######## calc_sequencer ########
==> calc_sequencer/port_trees.png <==
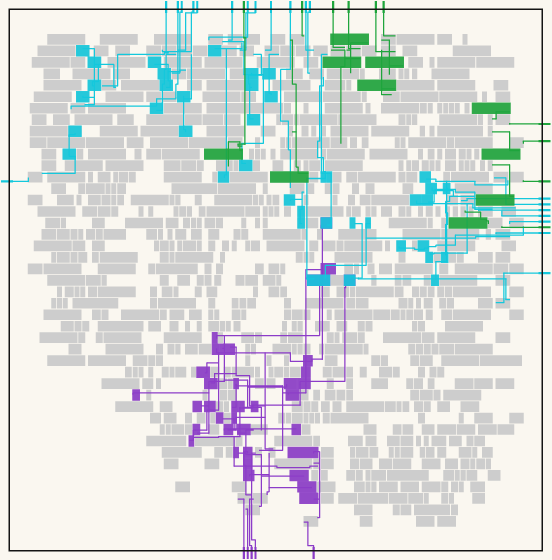

### src/rtl/calc_sequencer.sv
`default_nettype none
// ============================================================================
// Module : calc_sequencer
// Desc   : Keypad-driven calculator controller: builds decimal operands,
//          issues jobs to a shared multi-cycle ALU and drives the display.
// Rev    : 1.0 - initial release
// ============================================================================
module calc_sequencer #(
    parameter int OPND_MAX = 999,
    parameter int TIMEOUT  = 4096
) (
    input  logic        clk,
    input  logic        rst_n,
    input  logic        key_valid,
    input  logic [4:0]  key_code,
    output logic        op_start,
    output logic [1:0]  op_code,
    output logic [19:0] op_a,
    output logic [9:0]  op_b,
    input  logic        op_done,
    input  logic [19:0] op_result,
    input  logic        op_err,
    output logic [19:0] disp_num,
    output logic [2:0]  disp_sign,
    output logic        disp_err
);

    localparam int            TW          = $clog2(TIMEOUT + 1);
    localparam logic [13:0]   c_OPND_MAX  = 14'(OPND_MAX);
    localparam logic [TW-1:0] c_TMO_LAST  = TW'(TIMEOUT - 1);
    localparam logic [TW-1:0] c_TMO_ONE   = TW'(1);
    localparam logic [2:0]    c_SIGN_NONE = 3'b111;

    typedef enum logic [2:0] {
        S_ENTER_A = 3'd0,
        S_OP_SEL  = 3'd1,
        S_ENTER_B = 3'd2,
        S_EXEC    = 3'd3,
        S_SHOW    = 3'd4,
        S_DRAIN   = 3'd5,
        S_ERR     = 3'd6
    } state_t;

    state_t        state_q, state_d;
    logic [9:0]    acc_q, acc_d;
    logic [19:0]   a_q, a_d;
    logic [9:0]    b_q, b_d;
    logic [1:0]    pend_q, pend_d;
    logic          chain_q, chain_d;
    logic [1:0]    chain_op_q, chain_op_d;
    logic [TW-1:0] tmo_q, tmo_d;
    logic          start_q, start_d;
    logic [1:0]    opc_q, opc_d;
    logic [19:0]   opa_q, opa_d;
    logic [9:0]    opb_q, opb_d;
    logic [19:0]   num_q, num_d;
    logic [2:0]    sign_q, sign_d;
    logic          err_q, err_d;

    logic          w_key, w_digit, w_oper, w_clear, w_equal, w_tmo_hit;
    logic [1:0]    w_op;
    logic [2:0]    w_sign;
    logic [13:0]   w_acc_ext;
    logic [9:0]    w_acc_new;
    logic          w_issue, w_clr;

    // Codes 16-31 carry bit 4 and are never acted on.
    assign w_key     = key_valid & ~key_code[4];
    assign w_digit   = w_key & (key_code[3:0] <= 4'd9);
    assign w_oper    = w_key & (key_code[3:0] >= 4'd10) & (key_code[3:0] <= 4'd13);
    assign w_clear   = w_key & (key_code[3:0] == 4'd14);
    assign w_equal   = w_key & (key_code[3:0] == 4'd15);
    assign w_op      = key_code[1:0] ^ 2'b10;
    assign w_sign    = key_code[2:0] - 3'd2;
    assign w_acc_ext = {4'd0, acc_q} * 14'd10 + {10'd0, key_code[3:0]};
    assign w_acc_new = (w_acc_ext <= c_OPND_MAX) ? w_acc_ext[9:0] : acc_q;
    assign w_tmo_hit = (tmo_q >= c_TMO_LAST);

    always_comb begin
        state_d    = state_q;
        acc_d      = acc_q;
        a_d        = a_q;
        b_d        = b_q;
        pend_d     = pend_q;
        chain_d    = chain_q;
        chain_op_d = chain_op_q;
        tmo_d      = tmo_q;
        start_d    = 1'b0;
        opc_d      = opc_q;
        opa_d      = opa_q;
        opb_d      = opb_q;
        num_d      = num_q;
        sign_d     = sign_q;
        err_d      = err_q;
        w_issue    = 1'b0;
        w_clr      = 1'b0;

        case (state_q)
            S_ENTER_A: begin
                if (w_digit) begin
                    acc_d  = w_acc_new;
                    num_d  = {10'd0, w_acc_new};
                    sign_d = c_SIGN_NONE;
                end else if (w_oper) begin
                    a_d     = {10'd0, acc_q};
                    pend_d  = w_op;
                    acc_d   = '0;
                    sign_d  = w_sign;
                    state_d = S_OP_SEL;
                end else if (w_clear) begin
                    w_clr  = 1'b1;
                    sign_d = w_sign;
                end
            end
            S_OP_SEL: begin
                if (w_digit) begin
                    acc_d   = {6'd0, key_code[3:0]};
                    num_d   = {16'd0, key_code[3:0]};
                    sign_d  = c_SIGN_NONE;
                    state_d = S_ENTER_B;
                end else if (w_oper) begin
                    pend_d = w_op;
                    sign_d = w_sign;
                end else if (w_equal) begin
                    b_d     = a_q[9:0];
                    sign_d  = w_sign;
                    w_issue = 1'b1;
                end else if (w_clear) begin
                    w_clr  = 1'b1;
                    sign_d = w_sign;
                end
            end
            S_ENTER_B: begin
                if (w_digit) begin
                    acc_d  = w_acc_new;
                    num_d  = {10'd0, w_acc_new};
                    sign_d = c_SIGN_NONE;
                end else if (w_oper) begin
                    b_d        = acc_q;
                    chain_d    = 1'b1;
                    chain_op_d = w_op;
                    sign_d     = w_sign;
                    w_issue    = 1'b1;
                end else if (w_equal) begin
                    b_d     = acc_q;
                    sign_d  = w_sign;
                    w_issue = 1'b1;
                end else if (w_clear) begin
                    w_clr  = 1'b1;
                    sign_d = w_sign;
                end
            end
            S_EXEC: begin
                tmo_d = tmo_q + c_TMO_ONE;
                if (op_done) begin
                    if (w_clear) begin
                        w_clr  = 1'b1;
                        sign_d = w_sign;
                    end else if (op_err) begin
                        err_d   = 1'b1;
                        num_d   = '0;
                        chain_d = 1'b0;
                        state_d = S_ERR;
                    end else begin
                        a_d     = op_result;
                        num_d   = op_result;
                        chain_d = 1'b0;
                        if (chain_q) begin
                            pend_d  = chain_op_q;
                            acc_d   = '0;
                            state_d = S_OP_SEL;
                        end else begin
                            state_d = S_SHOW;
                        end
                    end
                end else if (w_clear) begin
                    sign_d = w_sign;
                    num_d  = '0;
                    if (w_tmo_hit) begin
                        w_clr = 1'b1;
                    end else begin
                        state_d = S_DRAIN;
                    end
                end else if (w_tmo_hit) begin
                    err_d   = 1'b1;
                    num_d   = '0;
                    chain_d = 1'b0;
                    state_d = S_ERR;
                end
            end
            S_SHOW: begin
                if (w_equal) begin
                    sign_d  = w_sign;
                    w_issue = 1'b1;
                end else if (w_oper) begin
                    pend_d  = w_op;
                    acc_d   = '0;
                    sign_d  = w_sign;
                    state_d = S_OP_SEL;
                end else if (w_digit) begin
                    acc_d   = {6'd0, key_code[3:0]};
                    num_d   = {16'd0, key_code[3:0]};
                    sign_d  = c_SIGN_NONE;
                    state_d = S_ENTER_A;
                end else if (w_clear) begin
                    w_clr  = 1'b1;
                    sign_d = w_sign;
                end
            end
            S_DRAIN: begin
                // The abandoned job still owns the ALU; wait it out before clearing.
                if (op_done || w_tmo_hit) begin
                    w_clr = 1'b1;
                end else begin
                    tmo_d = tmo_q + c_TMO_ONE;
                end
            end
            S_ERR: begin
                if (w_clear) begin
                    w_clr  = 1'b1;
                    sign_d = w_sign;
                end
            end
            default: state_d = S_ENTER_A;
        endcase

        if (w_clr) begin
            state_d = S_ENTER_A;
            acc_d   = '0;
            a_d     = '0;
            b_d     = '0;
            pend_d  = 2'b00;
            chain_d = 1'b0;
            num_d   = '0;
            err_d   = 1'b0;
        end
        // Job operands are captured only here, so they stay stable until op_done.
        if (w_issue) begin
            state_d = S_EXEC;
            start_d = 1'b1;
            tmo_d   = '0;
            opc_d   = pend_d;
            opa_d   = a_d;
            opb_d   = b_d;
        end
    end

    always_ff @(posedge clk or negedge rst_n) begin
        if (!rst_n) begin
            state_q    <= S_ENTER_A;
            acc_q      <= '0;
            a_q        <= '0;
            b_q        <= '0;
            pend_q     <= 2'b00;
            chain_q    <= 1'b0;
            chain_op_q <= 2'b00;
            tmo_q      <= '0;
            start_q    <= 1'b0;
            opc_q      <= 2'b00;
            opa_q      <= '0;
            opb_q      <= '0;
            num_q      <= '0;
            sign_q     <= c_SIGN_NONE;
            err_q      <= 1'b0;
        end else begin
            state_q    <= state_d;
            acc_q      <= acc_d;
            a_q        <= a_d;
            b_q        <= b_d;
            pend_q     <= pend_d;
            chain_q    <= chain_d;
            chain_op_q <= chain_op_d;
            tmo_q      <= tmo_d;
            start_q    <= start_d;
            opc_q      <= opc_d;
            opa_q      <= opa_d;
            opb_q      <= opb_d;
            num_q      <= num_d;
            sign_q     <= sign_d;
            err_q      <= err_d;
        end
    end

    assign op_start  = start_q;
    assign op_code   = opc_q;
    assign op_a      = opa_q;
    assign op_b      = opb_q;
    assign disp_num  = num_q;
    assign disp_sign = sign_q;
    assign disp_err  = err_q;

endmodule
`default_nettype wire

### config.mk
export PLATFORM = sky130hd
export DESIGN_NAME = calc_sequencer
export DESIGN_NICKNAME = d
export VERILOG_FILES = /design/src/rtl/calc_sequencer.sv
export SDC_FILE = /design/constraint.sdc
export NUM_CORES = 1
export LEC_CHECK = 0
export CAP_MARGIN = 20
export CORE_AREA = 4 4 122 124
export DETAILED_ROUTE_END_ITERATION = 12
export DIE_AREA = 0 0 126 128
export GPL_TIMING_DRIVEN = 0
export HOLD_SLACK_MARGIN = 0.12
export PLACE_DENSITY = 0.75
export SYNTH_ARGS = -nofsm -noshare
export SYNTH_HDL_FRONTEND = slang
export SYNTH_SLANG_ARGS = --single-unit
### constraint.sdc
create_clock -name clk -period 4.2 [get_ports clk]
set_input_delay 0.42 -clock clk [delete_from_list [all_inputs] [get_ports clk]]
set_output_delay 0.42 -clock clk [all_outputs]
set_load 0.02 [all_outputs]
######## cycle_sequencer ########
File: config.mk
export PLATFORM = sky130hd
export DESIGN_NAME = cycle_sequencer
export DESIGN_NICKNAME = d
export VERILOG_FILES = /design/src/rtl/cpu_pkg.sv /design/src/rtl/seq_outputs.sv /design/src/rtl/cycle_sequencer.sv
export SDC_FILE = /design/constraint.sdc
export NUM_CORES = 1
export LEC_CHECK = 0
export ABC_CLOCK_PERIOD_IN_PS = 4400
export CORE_UTILIZATION = 50
export CTS_CLUSTER_SIZE = 20
export DETAILED_ROUTE_END_ITERATION = 8
export PLACE_DENSITY = 0.93
export SYNTH_ARGS = -nofsm -noshare
export SYNTH_HDL_FRONTEND = slang
export SYNTH_HIERARCHICAL = 1
export SYNTH_SLANG_ARGS = --single-unit
File: constraint.sdc
create_clock -name i_clk -period 4.4 [get_ports i_clk]
set_input_delay 0.88 -clock i_clk [delete_from_list [all_inputs] [get_ports i_clk]]
set_output_delay 0.88 -clock i_clk [all_outputs]
set_load 0.005 [all_outputs]
File: src/rtl/cpu_pkg.sv
// Shared CPU definitions: T-state encoding and bus address-source selects.
// Used by the instruction decoder and the cycle sequencer.
package cpu_pkg;

  localparam int unsigned CPU_STATE_W = 6;

  typedef enum logic [CPU_STATE_W-1:0] {
    T0_FETCH  = 6'd0,
    T1_DECODE = 6'd1,
    T2_ZPG    = 6'd2,
    T2_ZPGXY  = 6'd3,
    T2_ABS    = 6'd4,
    T2_ABSXY  = 6'd5,
    T3_FIX    = 6'd6,
    T2_XIND   = 6'd7,
    T3_PTRLO  = 6'd8,
    T4_PTRHI  = 6'd9,
    T2_INDY   = 6'd10,
    T3_PTRHI  = 6'd11,
    T4_FIX    = 6'd12,
    DATA      = 6'd13,
    T_RMW1    = 6'd14,
    T_RMW2    = 6'd15,
    T2_BRANCH = 6'd16,
    T3_BRFIX  = 6'd17,
    T2_STACK  = 6'd18,
    T3_PULL   = 6'd19,
    T2_BRK    = 6'd20,
    T3_BRK    = 6'd21,
    T4_BRK    = 6'd22,
    T5_VEC    = 6'd23,
    T6_VEC    = 6'd24,
    T2_JUMP   = 6'd25,
    T_JAM     = 6'd63
  } state_t;

  localparam logic [2:0] ADDR_PC    = 3'd0;
  localparam logic [2:0] ADDR_ZPG   = 3'd1;
  localparam logic [2:0] ADDR_EA    = 3'd2;
  localparam logic [2:0] ADDR_PTR   = 3'd3;
  localparam logic [2:0] ADDR_STACK = 3'd4;
  localparam logic [2:0] ADDR_VEC   = 3'd5;

  // States the decoder may legally hand over as the first state after T1_DECODE.
  function automatic logic is_entry_state(input state_t s);
    case (s)
      T0_FETCH, T2_ZPG, T2_ZPGXY, T2_ABS, T2_ABSXY, T2_XIND, T2_INDY,
      T2_BRANCH, T2_STACK, T2_BRK, T2_JUMP, T_JAM: return 1'b1;
      default: return 1'b0;
    endcase
  endfunction

endpackage

File: src/rtl/seq_outputs.sv
// Combinational decode of the sequencer state into per-cycle datapath/bus strobes.
// Read cycles with i_rdy low suppress all stepping and latch strobes.
module seq_outputs
  import cpu_pkg::*;
(
  input  state_t     i_state,
  input  logic       i_rdy,
  input  logic       i_single_byte,
  input  logic       i_store,
  input  logic       i_rmw,
  input  logic       i_zpg_mode,
  input  logic       i_hw_int,
  output logic       o_sync,
  output logic       o_pc_inc,
  output logic [2:0] o_addr_sel,
  output logic       o_we,
  output logic       o_ea_lo_ld,
  output logic       o_ea_hi_ld,
  output logic       o_idx_add,
  output logic       o_fix_hi,
  output logic       o_s_dec,
  output logic       o_s_inc,
  output logic       o_commit,
  output logic       o_jump_req,
  output logic       o_jam,
  output logic       o_stall
);

  logic       pc_inc, ea_lo_ld, ea_hi_ld, idx_add, fix_hi, s_dec, s_inc;
  logic [2:0] data_addr;

  assign data_addr = i_zpg_mode ? ADDR_ZPG : ADDR_EA;

  always_comb begin
    o_sync     = 1'b0;
    o_addr_sel = ADDR_PC;
    o_we       = 1'b0;
    o_commit   = 1'b0;
    o_jump_req = 1'b0;
    o_jam      = 1'b0;
    pc_inc     = 1'b0;
    ea_lo_ld   = 1'b0;
    ea_hi_ld   = 1'b0;
    idx_add    = 1'b0;
    fix_hi     = 1'b0;
    s_dec      = 1'b0;
    s_inc      = 1'b0;
    unique case (i_state)
      T0_FETCH: begin
        o_sync = 1'b1;
        pc_inc = 1'b1;
      end
      T1_DECODE: begin
        pc_inc   = !i_single_byte && !i_hw_int;
        ea_lo_ld = 1'b1;
        o_commit = 1'b1;
      end
      T2_ZPG: begin
        o_addr_sel = ADDR_ZPG;
        o_we       = i_store;
      end
      T2_ZPGXY: begin
        o_addr_sel = ADDR_ZPG;
        idx_add    = 1'b1;
      end
      T2_ABS: begin
        ea_hi_ld = 1'b1;
        pc_inc   = 1'b1;
      end
      T2_ABSXY: begin
        ea_hi_ld = 1'b1;
        pc_inc   = 1'b1;
        idx_add  = 1'b1;
      end
      T3_FIX, T4_FIX: begin
        o_addr_sel = ADDR_EA;
        fix_hi     = 1'b1;
      end
      T2_XIND: begin
        o_addr_sel = ADDR_ZPG;
        idx_add    = 1'b1;
      end
      T3_PTRLO, T2_INDY: begin
        o_addr_sel = ADDR_PTR;
        ea_lo_ld   = 1'b1;
      end
      T4_PTRHI: begin
        o_addr_sel = ADDR_PTR;
        ea_hi_ld   = 1'b1;
      end
      T3_PTRHI: begin
        o_addr_sel = ADDR_PTR;
        ea_hi_ld   = 1'b1;
        idx_add    = 1'b1;
      end
      DATA: begin
        o_addr_sel = data_addr;
        o_we       = i_store;
      end
      T_RMW1, T_RMW2: begin
        o_addr_sel = data_addr;
        o_we       = 1'b1;
      end
      T2_BRANCH: ;
      // High-byte fix of the program counter after a page-crossing branch.
      T3_BRFIX: fix_hi = 1'b1;
      T2_STACK: begin
        o_addr_sel = ADDR_STACK;
        o_we       = i_store;
        s_dec      = i_store;
        s_inc      = !i_store;
      end
      T3_PULL: o_addr_sel = ADDR_STACK;
      T2_BRK, T3_BRK, T4_BRK: begin
        o_addr_sel = ADDR_STACK;
        o_we       = 1'b1;
        s_dec      = 1'b1;
      end
      T5_VEC: begin
        o_addr_sel = ADDR_VEC;
        ea_lo_ld   = 1'b1;
      end
      T6_VEC: begin
        o_addr_sel = ADDR_VEC;
        ea_hi_ld   = 1'b1;
      end
      T2_JUMP: o_jump_req = 1'b1;
      default: o_jam = 1'b1;
    endcase
  end

  // Writes always complete; only reads wait on the bus.
  assign o_stall    = !o_we && !i_rdy;
  assign o_pc_inc   = pc_inc   && !o_stall;
  assign o_ea_lo_ld = ea_lo_ld && !o_stall;
  assign o_ea_hi_ld = ea_hi_ld && !o_stall;
  assign o_idx_add  = idx_add  && !o_stall;
  assign o_fix_hi   = fix_hi   && !o_stall;
  assign o_s_dec    = s_dec    && !o_stall;
  assign o_s_inc    = s_inc    && !o_stall;

endmodule

File: src/rtl/cycle_sequencer.sv
// 6502 T-state sequencer: owns the cycle state and steps each opcode through its bus cycles.
// Define IRQ_EN to add the hardware-interrupt entry (i_irq, i_irq_mask, o_hw_int).
module cycle_sequencer
  import cpu_pkg::*;
#(
  parameter int unsigned STATE_W      = 6,
  parameter int unsigned JUMP_TIMEOUT = 8
) (
  input  logic               i_clk,
  input  logic               i_rst,
  input  logic               i_rdy,
  input  logic [STATE_W-1:0] i_initial_state,
  input  logic               i_read,
  input  logic               i_load,
  input  logic               i_store,
  input  logic               i_rmw,
  input  logic               i_single_byte,
  input  logic               i_carry,
  input  logic               i_jump_done,
`ifdef IRQ_EN
  input  logic               i_irq,
  input  logic               i_irq_mask,
  output logic               o_hw_int,
`endif
  output logic [STATE_W-1:0] o_state,
  output logic               o_sync,
  output logic               o_pc_inc,
  output logic [2:0]         o_addr_sel,
  output logic               o_we,
  output logic               o_ea_lo_ld,
  output logic               o_ea_hi_ld,
  output logic               o_idx_add,
  output logic               o_fix_hi,
  output logic               o_s_dec,
  output logic               o_s_inc,
  output logic               o_commit,
  output logic               o_jump_req,
  output logic               o_jam
);

  localparam int unsigned CNT_W = $clog2(JUMP_TIMEOUT + 1);

  state_t             state_q, state_d, init_state;
  logic               zpg_q, zpg_d;
  logic [CNT_W-1:0]   jcnt_q, jcnt_d;
  logic               stall, irq_pend, need_fix;
  logic               unused_read_pattern;

  // Reads and loads sequence identically; only store/rmw change the path.
  assign unused_read_pattern = i_read ^ i_load;

  assign init_state = state_t'(i_initial_state);
  assign need_fix   = i_carry || i_store || i_rmw;
  assign o_state    = STATE_W'(state_q);

`ifdef IRQ_EN
  logic irq_q, irq_d;

  assign irq_pend = irq_q;
  assign o_hw_int = irq_q && (state_q inside {T2_BRK, T3_BRK, T4_BRK, T5_VEC, T6_VEC});

  always_comb begin
    irq_d = irq_q;
    if (state_q == T0_FETCH && i_irq && !i_irq_mask) begin
      irq_d = 1'b1;
    end else if (state_q == T6_VEC && !stall) begin
      irq_d = 1'b0;
    end
  end

  always_ff @(posedge i_clk) begin
    if (i_rst) begin
      irq_q <= 1'b0;
    end else begin
      irq_q <= irq_d;
    end
  end
`else
  assign irq_pend = 1'b0;
`endif

  seq_outputs u_seq_outputs (
    .i_state       (state_q),
    .i_rdy         (i_rdy),
    .i_single_byte (i_single_byte),
    .i_store       (i_store),
    .i_rmw         (i_rmw),
    .i_zpg_mode    (zpg_q),
    .i_hw_int      (irq_pend),
    .o_sync        (o_sync),
    .o_pc_inc      (o_pc_inc),
    .o_addr_sel    (o_addr_sel),
    .o_we          (o_we),
    .o_ea_lo_ld    (o_ea_lo_ld),
    .o_ea_hi_ld    (o_ea_hi_ld),
    .o_idx_add     (o_idx_add),
    .o_fix_hi      (o_fix_hi),
    .o_s_dec       (o_s_dec),
    .o_s_inc       (o_s_inc),
    .o_commit      (o_commit),
    .o_jump_req    (o_jump_req),
    .o_jam         (o_jam),
    .o_stall       (stall)
  );

  always_comb begin
    state_d = state_q;
    zpg_d   = zpg_q;
    jcnt_d  = '0;
    if (stall) begin
      jcnt_d = jcnt_q;
    end else begin
      unique case (state_q)
        T0_FETCH:  state_d = T1_DECODE;
        T1_DECODE: begin
          // Zero-page modes keep using the ZPG source through the data/RMW cycles.
          zpg_d = (init_state == T2_ZPG) || (init_state == T2_ZPGXY);
          if (irq_pend) begin
            state_d = T2_BRK;
          end else if (is_entry_state(init_state)) begin
            state_d = init_state;
          end else begin
            state_d = T_JAM;
          end
        end
        T2_ZPG, DATA: state_d = i_rmw ? T_RMW1 : T0_FETCH;
        T2_ZPGXY, T2_ABS, T3_FIX, T4_PTRHI, T4_FIX: state_d = DATA;
        T2_ABSXY:  state_d = need_fix ? T3_FIX : DATA;
        T2_XIND:   state_d = T3_PTRLO;
        T3_PTRLO:  state_d = T4_PTRHI;
        T2_INDY:   state_d = T3_PTRHI;
        T3_PTRHI:  state_d = need_fix ? T4_FIX : DATA;
        T_RMW1:    state_d = T_RMW2;
        T2_BRANCH: state_d = i_carry ? T3_BRFIX : T0_FETCH;
        T2_STACK:  state_d = i_store ? T0_FETCH : T3_PULL;
        T2_BRK:    state_d = T3_BRK;
        T3_BRK:    state_d = T4_BRK;
        T4_BRK:    state_d = T5_VEC;
        T5_VEC:    state_d = T6_VEC;
        T_RMW2, T3_BRFIX, T3_PULL, T6_VEC: state_d = T0_FETCH;
        T2_JUMP: begin
          if (i_jump_done) begin
            state_d = T0_FETCH;
          end else if (jcnt_q == CNT_W'(JUMP_TIMEOUT - 1)) begin
            state_d = T_JAM;
          end else begin
            jcnt_d = jcnt_q + CNT_W'(1);
          end
        end
        default:   state_d = T_JAM;
      endcase
    end
  end

  always_ff @(posedge i_clk) begin
    if (i_rst) begin
      state_q <= T0_FETCH;
      zpg_q   <= 1'b0;
      jcnt_q  <= '0;
    end else begin
      state_q <= state_d;
      zpg_q   <= zpg_d;
      jcnt_q  <= jcnt_d;
    end
  end

endmodule

######## sseg_scan_controller ########
[src/rtl/sseg_scan_controller_pkg.sv]
`default_nettype none
// ============================================================================
// Module      : sseg_scan_controller_pkg
// Description : Shared types and constants for the 4-digit seven-segment
//               scan controller. It holds the scan state encoding, the digit
//               count, the all-anodes-off pattern and the packed display
//               record.
// Revision    : 1.0 - initial release
// ============================================================================
package sseg_scan_controller_pkg;

    localparam int         N_DIGITS   = 4;
    localparam logic [3:0] AN_ALL_OFF = 4'b1111;

    // Scan state. OFF while disabled, GUARD for the anode-off lead-in of each
    // slot, ON while the current digit's anode may be driven.
    typedef enum logic [1:0] {
        ST_OFF   = 2'd0,
        ST_GUARD = 2'd1,
        ST_ON    = 2'd2
    } scan_state_t;

    // One complete display image. The staging and shadow registers both use it.
    typedef struct packed {
        logic [15:0] value;
        logic [3:0]  dp;
        logic [3:0]  blank;
    } disp_data_t;

    // Selects nibble idx of a 16-bit value. Nibble 3 is [15:12].
    function automatic logic [3:0] nibble_of(input logic [15:0] v, input logic [1:0] idx);
        nibble_of = v[{idx, 2'b00} +: 4];
    endfunction

endpackage
`default_nettype wire

[src/rtl/sseg_slot_timer.sv]
`default_nettype none
// ============================================================================
// Module      : sseg_slot_timer
// Description : Digit-slot prescaler. It counts 0..CLK_DIV-1 while enabled and
//               wraps at the end. It returns to 0 whenever enable is low, so
//               every slot starts from count 0.
// Ports       : clk      - clock
//               rst      - asynchronous active-high reset
//               en       - count enable (low clears the count)
//               slot_cnt - current position inside the slot
//               slot_end - high on the last cycle of an enabled slot
// Revision    : 1.0 - initial release
// ============================================================================
module sseg_slot_timer
    import sseg_scan_controller_pkg::*;
#(
    parameter int CLK_DIV = 50000
) (
    input  logic                       clk,
    input  logic                       rst,
    input  logic                       en,
    output logic [$clog2(CLK_DIV)-1:0] slot_cnt,
    output logic                       slot_end
);

    localparam int               CNT_W  = $clog2(CLK_DIV);
    localparam logic [CNT_W-1:0] c_last = CNT_W'(CLK_DIV - 1);

    logic [CNT_W-1:0] r_cnt;

    always_ff @(posedge clk or posedge rst) begin
        if (rst) begin
            r_cnt <= '0;
        end else if (!en) begin
            r_cnt <= '0;
        end else if (r_cnt == c_last) begin
            r_cnt <= '0;
        end else begin
            r_cnt <= r_cnt + 1'b1;
        end
    end

    assign slot_cnt = r_cnt;
    assign slot_end = en && (r_cnt == c_last);

endmodule
`default_nettype wire

[src/rtl/sseg_scan_controller.sv]
`default_nettype none
// ============================================================================
// Module      : sseg_scan_controller
// Description : Time-multiplexed scan controller for a 4-digit common-anode
//               seven-segment display. Each digit gets CLK_DIV cycles. The
//               first GUARD cycles of a slot keep every anode off to suppress
//               ghosting. New data is staged and applied only at a frame
//               boundary, or at once while the scan is disabled. The
//               hex-to-7seg decoder sits outside this block and is driven by
//               digit_hex and digit_dp.
// Ports       : clk          - clock
//               rst          - asynchronous active-high reset
//               en           - scan enable
//               load         - one-cycle strobe; captures value/dp_in/blank_in
//               value        - four hex nibbles; [15:12] is digit 3 (MSD)
//               dp_in        - decimal point per digit
//               blank_in     - forced blank per digit
//               digit_hex    - nibble for the decoder Hex input
//               digit_dp     - decimal point for the decoder DP input
//               an           - active-low anode enables; an[i] drives digit i
//               frame_done   - one-cycle pulse on the last cycle of a frame
//               load_pending - staged data not yet applied to the display
// Revision    : 1.0 - initial release
// ============================================================================
module sseg_scan_controller
    import sseg_scan_controller_pkg::*;
#(
    parameter int CLK_DIV = 50000,
    parameter int GUARD   = 16,
    parameter int LZB     = 1
) (
    input  logic        clk,
    input  logic        rst,
    input  logic        en,
    input  logic        load,
    input  logic [15:0] value,
    input  logic [3:0]  dp_in,
    input  logic [3:0]  blank_in,
    output logic [3:0]  digit_hex,
    output logic        digit_dp,
    output logic [3:0]  an,
    output logic        frame_done,
    output logic        load_pending
);

    localparam int               CNT_W          = $clog2(CLK_DIV);
    localparam logic [CNT_W-1:0] c_slot_last    = CNT_W'(CLK_DIV - 1);
    localparam logic [CNT_W-1:0] c_slot_prelast = CNT_W'(CLK_DIV - 2);
    localparam logic [CNT_W-1:0] c_guard_last   = CNT_W'(GUARD - 1);
    localparam logic [1:0]       c_last_digit   = 2'(N_DIGITS - 1);

    scan_state_t      r_state;
    scan_state_t      w_state_nxt;
    logic [CNT_W-1:0] w_slot_cnt;
    logic             w_slot_end;
    logic             w_cnt_en;
    logic [1:0]       r_digit;
    logic [1:0]       w_digit_nxt;

    disp_data_t       r_stage;
    disp_data_t       r_shadow;
    logic             r_pending;

    logic             w_boundary;
    logic             w_xfer;
    logic             w_capture;
    logic             w_frame_nxt;

    logic [3:1]       w_nib_zero;
    logic [3:0]       w_lz_mask;
    logic [3:0]       w_blank;
    logic [3:0]       w_an_nxt;

    logic [3:0]       r_an;
    logic [3:0]       r_hex;
    logic             r_dp;
    logic             r_frame_done;

    // ------------------------------------------------------------------------
    // Slot timing. The counter runs only while the scan is active, so the
    // first cycle after leaving OFF is always slot count 0 of digit 0.
    // ------------------------------------------------------------------------
    assign w_cnt_en = en && (r_state != ST_OFF);

    sseg_slot_timer #(
        .CLK_DIV (CLK_DIV)
    ) u_slot_timer (
        .clk      (clk),
        .rst      (rst),
        .en       (w_cnt_en),
        .slot_cnt (w_slot_cnt),
        .slot_end (w_slot_end)
    );

    always_comb begin
        w_digit_nxt = r_digit;
        if (!w_cnt_en) begin
            w_digit_nxt = 2'd0;
        end else if (w_slot_end) begin
            w_digit_nxt = r_digit + 2'd1;
        end
    end

    // Last cycle of digit 3. Staged data moves to the shadow register on this
    // edge, or on any edge while the scan is off.
    assign w_boundary = (r_state != ST_OFF) && (r_digit == c_last_digit)
                        && (w_slot_cnt == c_slot_last);
    assign w_xfer     = r_pending && (w_boundary || (r_state == ST_OFF));

    // frame_done is registered. Assert it on the edge that enters the boundary
    // cycle, so the pulse lines up exactly with that cycle.
    assign w_frame_nxt = w_cnt_en && (r_digit == c_last_digit)
                         && (w_slot_cnt == c_slot_prelast);

    // The decoder inputs are latched in the first guard cycle. The shadow
    // register has already taken any frame-boundary update by then, so digit 0
    // of a new frame shows the new data.
    assign w_capture = (r_state == ST_GUARD) && (w_slot_cnt == '0);

    // ------------------------------------------------------------------------
    // Blanking: forced mask plus optional leading-zero suppression. Digit i>0
    // is a leading zero when nibbles 3..i are all zero. Digit 0 always shows.
    // ------------------------------------------------------------------------
    for (genvar gi = 1; gi < N_DIGITS; gi++) begin : g_nib_zero
        assign w_nib_zero[gi] = (r_shadow.value[gi*4 +: 4] == 4'd0);
    end

    always_comb begin
        w_lz_mask    = '0;
        w_lz_mask[3] = w_nib_zero[3];
        for (int i = 2; i >= 1; i--) begin
            w_lz_mask[i] = w_lz_mask[i+1] & w_nib_zero[i];
        end
    end

    if (LZB != 0) begin : g_lzb_on
        assign w_blank = r_shadow.blank | w_lz_mask;
    end else begin : g_lzb_off
        assign w_blank = r_shadow.blank;
    end

    // ------------------------------------------------------------------------
    // Scan state machine
    // ------------------------------------------------------------------------
    always_ff @(posedge clk or posedge rst) begin
        if (rst) begin
            r_state <= ST_OFF;
        end else begin
            r_state <= w_state_nxt;
        end
    end

    always_comb begin
        w_state_nxt = r_state;
        w_an_nxt    = AN_ALL_OFF;
        if (!en) begin
            w_state_nxt = ST_OFF;
        end else begin
            case (r_state)
                ST_OFF:   w_state_nxt = ST_GUARD;
                ST_GUARD: if (w_slot_cnt == c_guard_last) w_state_nxt = ST_ON;
                ST_ON:    if (w_slot_end)                 w_state_nxt = ST_GUARD;
                default:  w_state_nxt = ST_OFF;
            endcase
        end
        // The digit index never changes on an edge that enters or stays in
        // ON, so the current index selects the next anode.
        if ((w_state_nxt == ST_ON) && !w_blank[r_digit]) begin
            w_an_nxt = ~(4'b0001 << r_digit);
        end
    end

    // ------------------------------------------------------------------------
    // Data path and registered outputs
    // ------------------------------------------------------------------------
    always_ff @(posedge clk or posedge rst) begin
        if (rst) begin
            r_digit      <= 2'd0;
            r_stage      <= '0;
            r_shadow     <= '0;
            r_pending    <= 1'b0;
            r_an         <= AN_ALL_OFF;
            r_hex        <= 4'd0;
            r_dp         <= 1'b0;
            r_frame_done <= 1'b0;
        end else begin
            r_digit      <= w_digit_nxt;
            r_an         <= w_an_nxt;
            r_frame_done <= w_frame_nxt;

            if (load) begin
                r_stage <= {value, dp_in, blank_in};
            end
            // A load on a transfer edge stages new data behind the data being
            // transferred, so the pending flag stays set.
            if (w_xfer) begin
                r_shadow <= r_stage;
            end
            if (load) begin
                r_pending <= 1'b1;
            end else if (w_xfer) begin
                r_pending <= 1'b0;
            end

            if (w_capture) begin
                r_hex <= nibble_of(r_shadow.value, r_digit);
                r_dp  <= r_shadow.dp[r_digit];
            end
        end
    end

    assign digit_hex    = r_hex;
    assign digit_dp     = r_dp;
    assign an           = r_an;
    assign frame_done   = r_frame_done;
    assign load_pending = r_pending;

endmodule
`default_nettype wire

[config.mk]
export PLATFORM = sky130hd
export DESIGN_NAME = sseg_scan_controller
export DESIGN_NICKNAME = d
export VERILOG_FILES = /design/src/rtl/sseg_scan_controller_pkg.sv /design/src/rtl/sseg_slot_timer.sv /design/src/rtl/sseg_scan_controller.sv
export SDC_FILE = /design/constraint.sdc
export NUM_CORES = 1
export LEC_CHECK = 0
export CAP_MARGIN = 20
export CORE_MARGIN = 1
export CORE_UTILIZATION = 35
export DETAILED_ROUTE_END_ITERATION = 7
export GPL_TIMING_DRIVEN = 0
export PLACE_DENSITY = 0.57
export SLEW_MARGIN = 20
export SYNTH_ARGS = -nofsm -noshare
export SYNTH_HDL_FRONTEND = slang
export SYNTH_SLANG_ARGS = --single-unit
export TNS_END_PERCENT = 30
[constraint.sdc]
create_clock -name clk -period 4.1 [get_ports clk]
set_clock_uncertainty 0.15 [all_clocks]
set_input_delay 0.41 -clock clk [delete_from_list [all_inputs] [get_ports clk]]
set_output_delay 0.41 -clock clk [all_outputs]
set_load 0.005 [all_outputs]
==> cycle_sequencer/route_heat.png <==
Bar = 20 µm. 11 x 11 tiles, from dark purple (low) to yellow (high), scaled to the fullest tile. Values are wire area over tile area, all layers added.
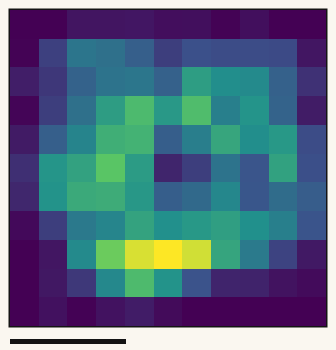
fullest tile: 0.63
nearly empty tiles: 13%
mean over tiles: 0.19
tiles over half the peak: 24%

==> notes.md, cycle_sequencer <==
Notes from the flow run.

Yosys:
- The run gives the number of distinct library cells after synthesis as 62.
- The synthesized netlist occupies a cell area of 0.00138 mm².
- The run puts the area share of the leading cell type in the synthesized netlist at 15.9%.
- The run gives the multiplexer area fraction after synthesis as 0.725%.
- The commonest register cell is sky130_fd_sc_hd__dfxtp_1.

Final layout:
- The run puts the portion of the layout cell area used by non-clock buffers at 20.0%.
- The layout has 4 clock buffers.
- The run gives the final core area utilization as 66.8%.
- The run gives the filler cell count as 224.
- The run puts the final instance area at 0.00170 mm².
- Per the run report, area growth between synthesis and finish was 23.0%.
- The run puts the number of buffers other than clock buffers in the final layout at 34.
- The run puts the layout sequential cell count at 11.

Placement:
- The run puts the worst setup timing slack at the placement stage at 0.809 ns.
- The run puts the number of instances in the placed design at 247.

Power and ir drop:
- The run puts the proportion of total power due to net switching at 44.2%.

Detailed routing:
- Dividing the detail-routed via count by the number of cells gives 6.47.
- Per the detail_route report, routed wire per instance is 14.0 µm.

Clocking:
- Once the clock tree was built, the resizer swapped 0 gates to a different size.
- TritonCTS built the clock tree.

Setup path:
- The run puts the arrival time of the worst setup path at 2.71 ns.
- On the critical path, the stage with the largest delay is an instance of sky130_fd_sc_hd__clkdlybuf4s50_1.
- The run gives the worst reg-to-reg path cell count as 7.
- The kind of cell with the highest combined delay along the critical path is buffers and inverters.

Timing:
- The run puts the share of the clock period used by the worst path at 81.6%.
- From the final report, the count of setup violators was given as 0.
- The run gives the final critical-path required period as 3.59 ns.

Floorplanning:
- For reference, the placement row count at floorplan is 18.
- The core region is 0.00254 mm².
- The floorplan report gives the top-level pin count as 37.

Global routing:
- The run puts the initial antenna violation count at 0.

Status:
- The run finished with clean final reports.

Run:
- The run gives the total number of warnings across the stage logs as 28.

Worst hold path:
- The run puts the cell depth of the worst min-delay path at 2.
==> cycle_sequencer: worst reg2reg max path: cells and delay by family, from the launching register on <==
family	cells	cell delay (ns)
simple gates	3	1.37
flops	1	1.00
compound gates	4	0.72
==> cycle_sequencer: sequential cells by signal (all words and copies together) (netlist names) <==
register,cells
o_state,6
jcnt_q,4
zpg_q,1
==> cycle_sequencer: worst paths after layout <==
kind         startpoint  slack (ns)          to
max             i_store        0.81  o_ea_lo_ld
min reg2reg   jcnt_q[1]        0.50   jcnt_q[1]
max reg2reg  o_state[2]        1.19  o_state[1]
min           jcnt_q[1]        0.50   jcnt_q[1]
==> cycle_sequencer: per-layer routing <==
| layer | global-route usage [%] | part of all wire [%] | up-vias |
|---|---|---|---|
| li1 | - | - | 787 |
| met1 | 34.5 | 44 | 749 |
| met2 | 43.9 | 49 | 85 |
| met3 | 3.33 | 7.5 | 2 |
| met4 | 6.84 | 0.29 | 0 |
| met5 | 0 | 0 | - |
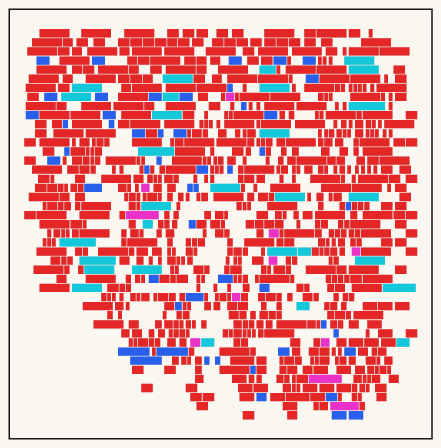
(calc_sequencer/sizing.png)
legend:
  red:
    size: x1 and smaller
    cells: 760
    share: 89%
  blue:
    size: x2
    cells: 51
    share: 6.0%
  cyan:
    size: x6 and larger
    cells: 29
    share: 3.4%
  magenta:
    size: x3 and x4
    cells: 11
    share: 1.3%

Notes on calc_sequencer/port_trees.png above:
legend:
  green:
    port: op_b
    bits: 10
    direction: output
    end_cells: 10
    buffers: 10
    wire: 269 µm
  cyan:
    port: op_result
    bits: 20
    direction: input
    end_cells: 41
    buffers: 20
    wire: 996 µm
  purple:
    port: key_code
    bits: 5
    direction: input
    end_cells: 37
    buffers: 8
    wire: 650 µm

==> notes.md, calc_sequencer <==
Notes from the flow run.

Setup path:
- The script reports the combined buffer and inverter count of the critical path as 0.
- The run puts the critical path data required time at 4.52 ns.
- The run gives the kind of launch point of the worst setup path as a register.

Timing:
- Setup total negative slack on the finished layout was measured at 0 ns.
- Clock skew on the completed layout was measured at 0.00667 ns.

Run:
- The run puts the total number of warnings across the stage logs at 26.

Power and ir drop:
- The run puts the static power due to leakage at 3.66 nW.
- The run gives the power density over cell area as 749 mW/mm².
- Power attributed to the clock group is 1.54 mW.

Global routing:
- The run puts the via count of the first global-routing pass at 6492.

Floorplanning:
- The floorplan has 43 rows.

Yosys:
- The synthesis report lists the most area-consuming cells as sky130_fd_sc_hd__dfrtp_1 43%, sky130_fd_sc_hd__nand2_1 7.2%, sky130_fd_sc_hd__a21oi_1 4.6%.
- The run gives the async set or reset register ratio after synthesis as 100%.

Final layout:
- The run gives the filler cell count as 1156.

Status:
- The flow ran to the end, and the final reports show no timing, DRC or antenna violations.

Detailed routing:
- Per the detail_route report, DRC violations left total 0.
calc_sequencer: registers in the layout, summed over array words and instances (netlist names):
| name | flops |
|---|---|
| a_q | 20 |
| disp_num | 20 |
| op_a | 20 |
| tmo_q | 13 |
| acc_q | 10 |
| b_q | 10 |
| op_b | 10 |
| disp_sign | 3 |
| state_q | 3 |
| chain_op_q | 2 |
| op_code | 2 |
| pend_q | 2 |
| chain_q | 1 |
| disp_err | 1 |
| op_start | 1 |
calc_sequencer: stage by stage:
stage	setup WS, ns	hold slack, ns	utilization [%]
CTS	0.403	0.431	61.7
detailed placement	0.421	0.298	57.1
global placement	-1.73	0.451	56.9
global route	0.0728	0.449	61.7
floorplan	0.940	0.124	-
finish	0.293	0.425	61.7
calc_sequencer: layer usage:
layer / routed length, µm / part of all wire, % / track usage [%]
met4: 521 / 2.5 / 8.39
met3: 1540 / 7.4 / 6.13
met2: 10200 / 49 / 43.4
met1: 8430 / 41 / 33.0
met5: 0 / 0 / 0
calc_sequencer: timing repair:
| item | in CTS | in global routing |
|---|---|---|
| hold endpoints to repair | 22 | 0 |
| buffers inserted | 0 | 0 |
| hold buffers | 1 | 0 |
==> sseg_scan_controller/route_heat.png <==
Bar = 20 µm. 21 x 21 tiles, from dark purple (low) to yellow (high), scaled to the fullest tile. Values are wire area over tile area, all layers added.
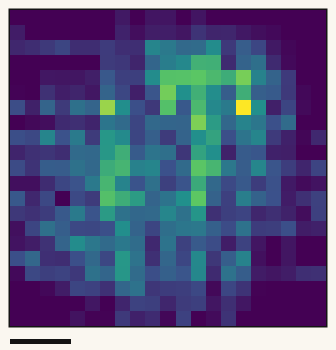
mean over tiles: 0.096
fullest tile: 0.44
tiles over half the peak: 8.2%
nearly empty tiles: 20%
densest ninth of the die: middle

==> notes.md, sseg_scan_controller <==
Notes from the flow run.

Clocking:
- Clock tree synthesis inserted a total of 9 buffers.
- Clock-pin slew was measured on the worst setup and hold paths at 0.08 ns.

Final layout:
- The run puts the final core area utilization at 44.6%.
- The run gives the final non-filler cell total as 456.
- The run puts the growth of design area from synthesis to finish at 22.0%.
- The run puts the final instance area at 0.00442 mm².

Yosys:
- The run gives the multiplexer area fraction after synthesis as 21.9%.
- Of the total synthesized cell area, the portion taken by AND, OR, NAND and NOR gates is 12.4%.
- The run gives the fraction of the mapped netlist area in adder cells as 2.42%.

Status:
- The flow ran to the end, and the final reports show no timing, DRC or antenna violations.

Power and ir drop:
- The run puts the design internal power at 1.41 mW.
- The worst VDD IR drop from the latest analysis is 0.000169 V.

Detailed routing:
- The script logs the mean routed wire length per placed instance as 14.7 µm.
- The run puts the vias after detailed routing at 2245.

Setup path:
- For reference, the most critical setup path is categorized as reg -> reg.
- The run puts the worst reg-to-reg path cell count at 5.
- The run gives the kind of launch point of the worst setup path as a register.
- Per STA, the worst path is made up of clkbuf_1, nor4_1, nand4_1, nor4b_2, mux2_2.

Floorplanning:
- The run gives the vertical die dimension as 104 µm.
- The run puts the number of tap instances at 133.

Global routing:
- The run puts the global-route wire length before repair at 11500 µm.

Timing:
- The run gives the total count of max-transition violations in the final report as 0.
-- sseg_scan_controller: layout by cell type (no fill, tap or decap), drive strengths merged, types with 2 or more instances in the layout --
cell type,instances
ha,7
mux2,53
nand2,8
nor3,5
nand3,9
dfrtp,75
o21ai,4
nand3b,2
nand4,5
clkbuf,19
bufinv,2
or4,6
mux4,5
nor4,7
dfstp,4
xor2,3
clkdlybuf4s50,37
buf,7
inv,10
a21oi,2
nor2,22
or3,3
xnor2,10
-- sseg_scan_controller: kinds of logic (layout without fill, tap and decap cells) --
group	Yosys count	after routing
AOI/OAI and AO/OA	13	13
xor gates and xnor gates	13	13
adders and majority gates	7	7
buffers and inverters	22	76
DFF	79	79
muxes	59	59
and+or+nand+nor	76	76
-- sseg_scan_controller: metal layers --
metal | global-route usage [%] | wire, µm | up-vias
met5 | 0 | 0 | -
met1 | 19.0 | 3270 | 1125
met4 | 6.43 | 127 | 0
met3 | 2.52 | 217 | 12
li1 | - | - | 1064
met2 | 20.8 | 3090 | 44

## Gallery

Track usage over the die.
(a)
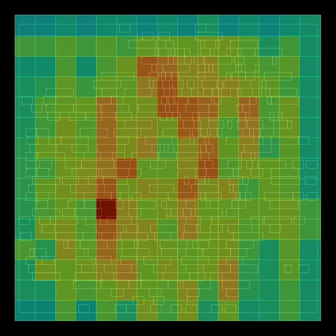
(b)
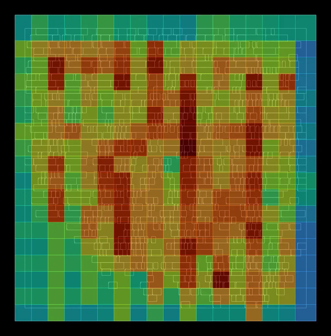
(c)
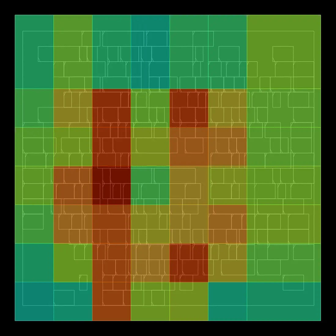
Of these, lowest track usage: (a)
cycle_sequencer -> (c)
sseg_scan_controller -> (a)
calc_sequencer -> (b)



==> layout pictures side by side <==
Placed cells, one colour a class.
shot_01.png
Bar = 50 µm.
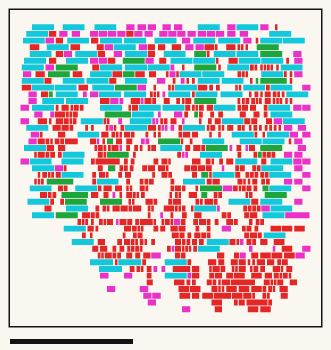
shot_02.png
Bar = 20 µm.
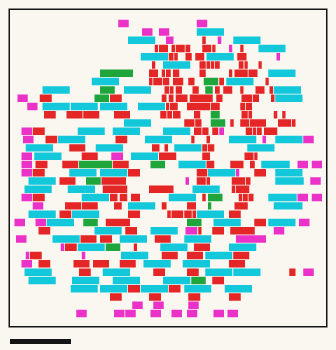
shot_03.png
Bar = 20 µm.
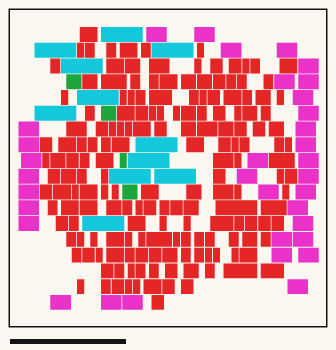
shot_01.png: calc_sequencer
shot_02.png: sseg_scan_controller
shot_03.png: cycle_sequencer

Key to shot_01.png:
legend:
  cyan:
    class: registers
    cells: 118
    share_of_their_area: 36%
  red:
    class: remaining logic cells
    cells: 572
    share_of_their_area: 43%
  green:
    class: clock drivers and dummy loads
    cells: 32
    share_of_their_area: 7.6%
  magenta:
    class: remaining buffers and delay cells
    cells: 129
    share_of_their_area: 13%

No activity file was given, so power comes from the tool's default toggle rates.
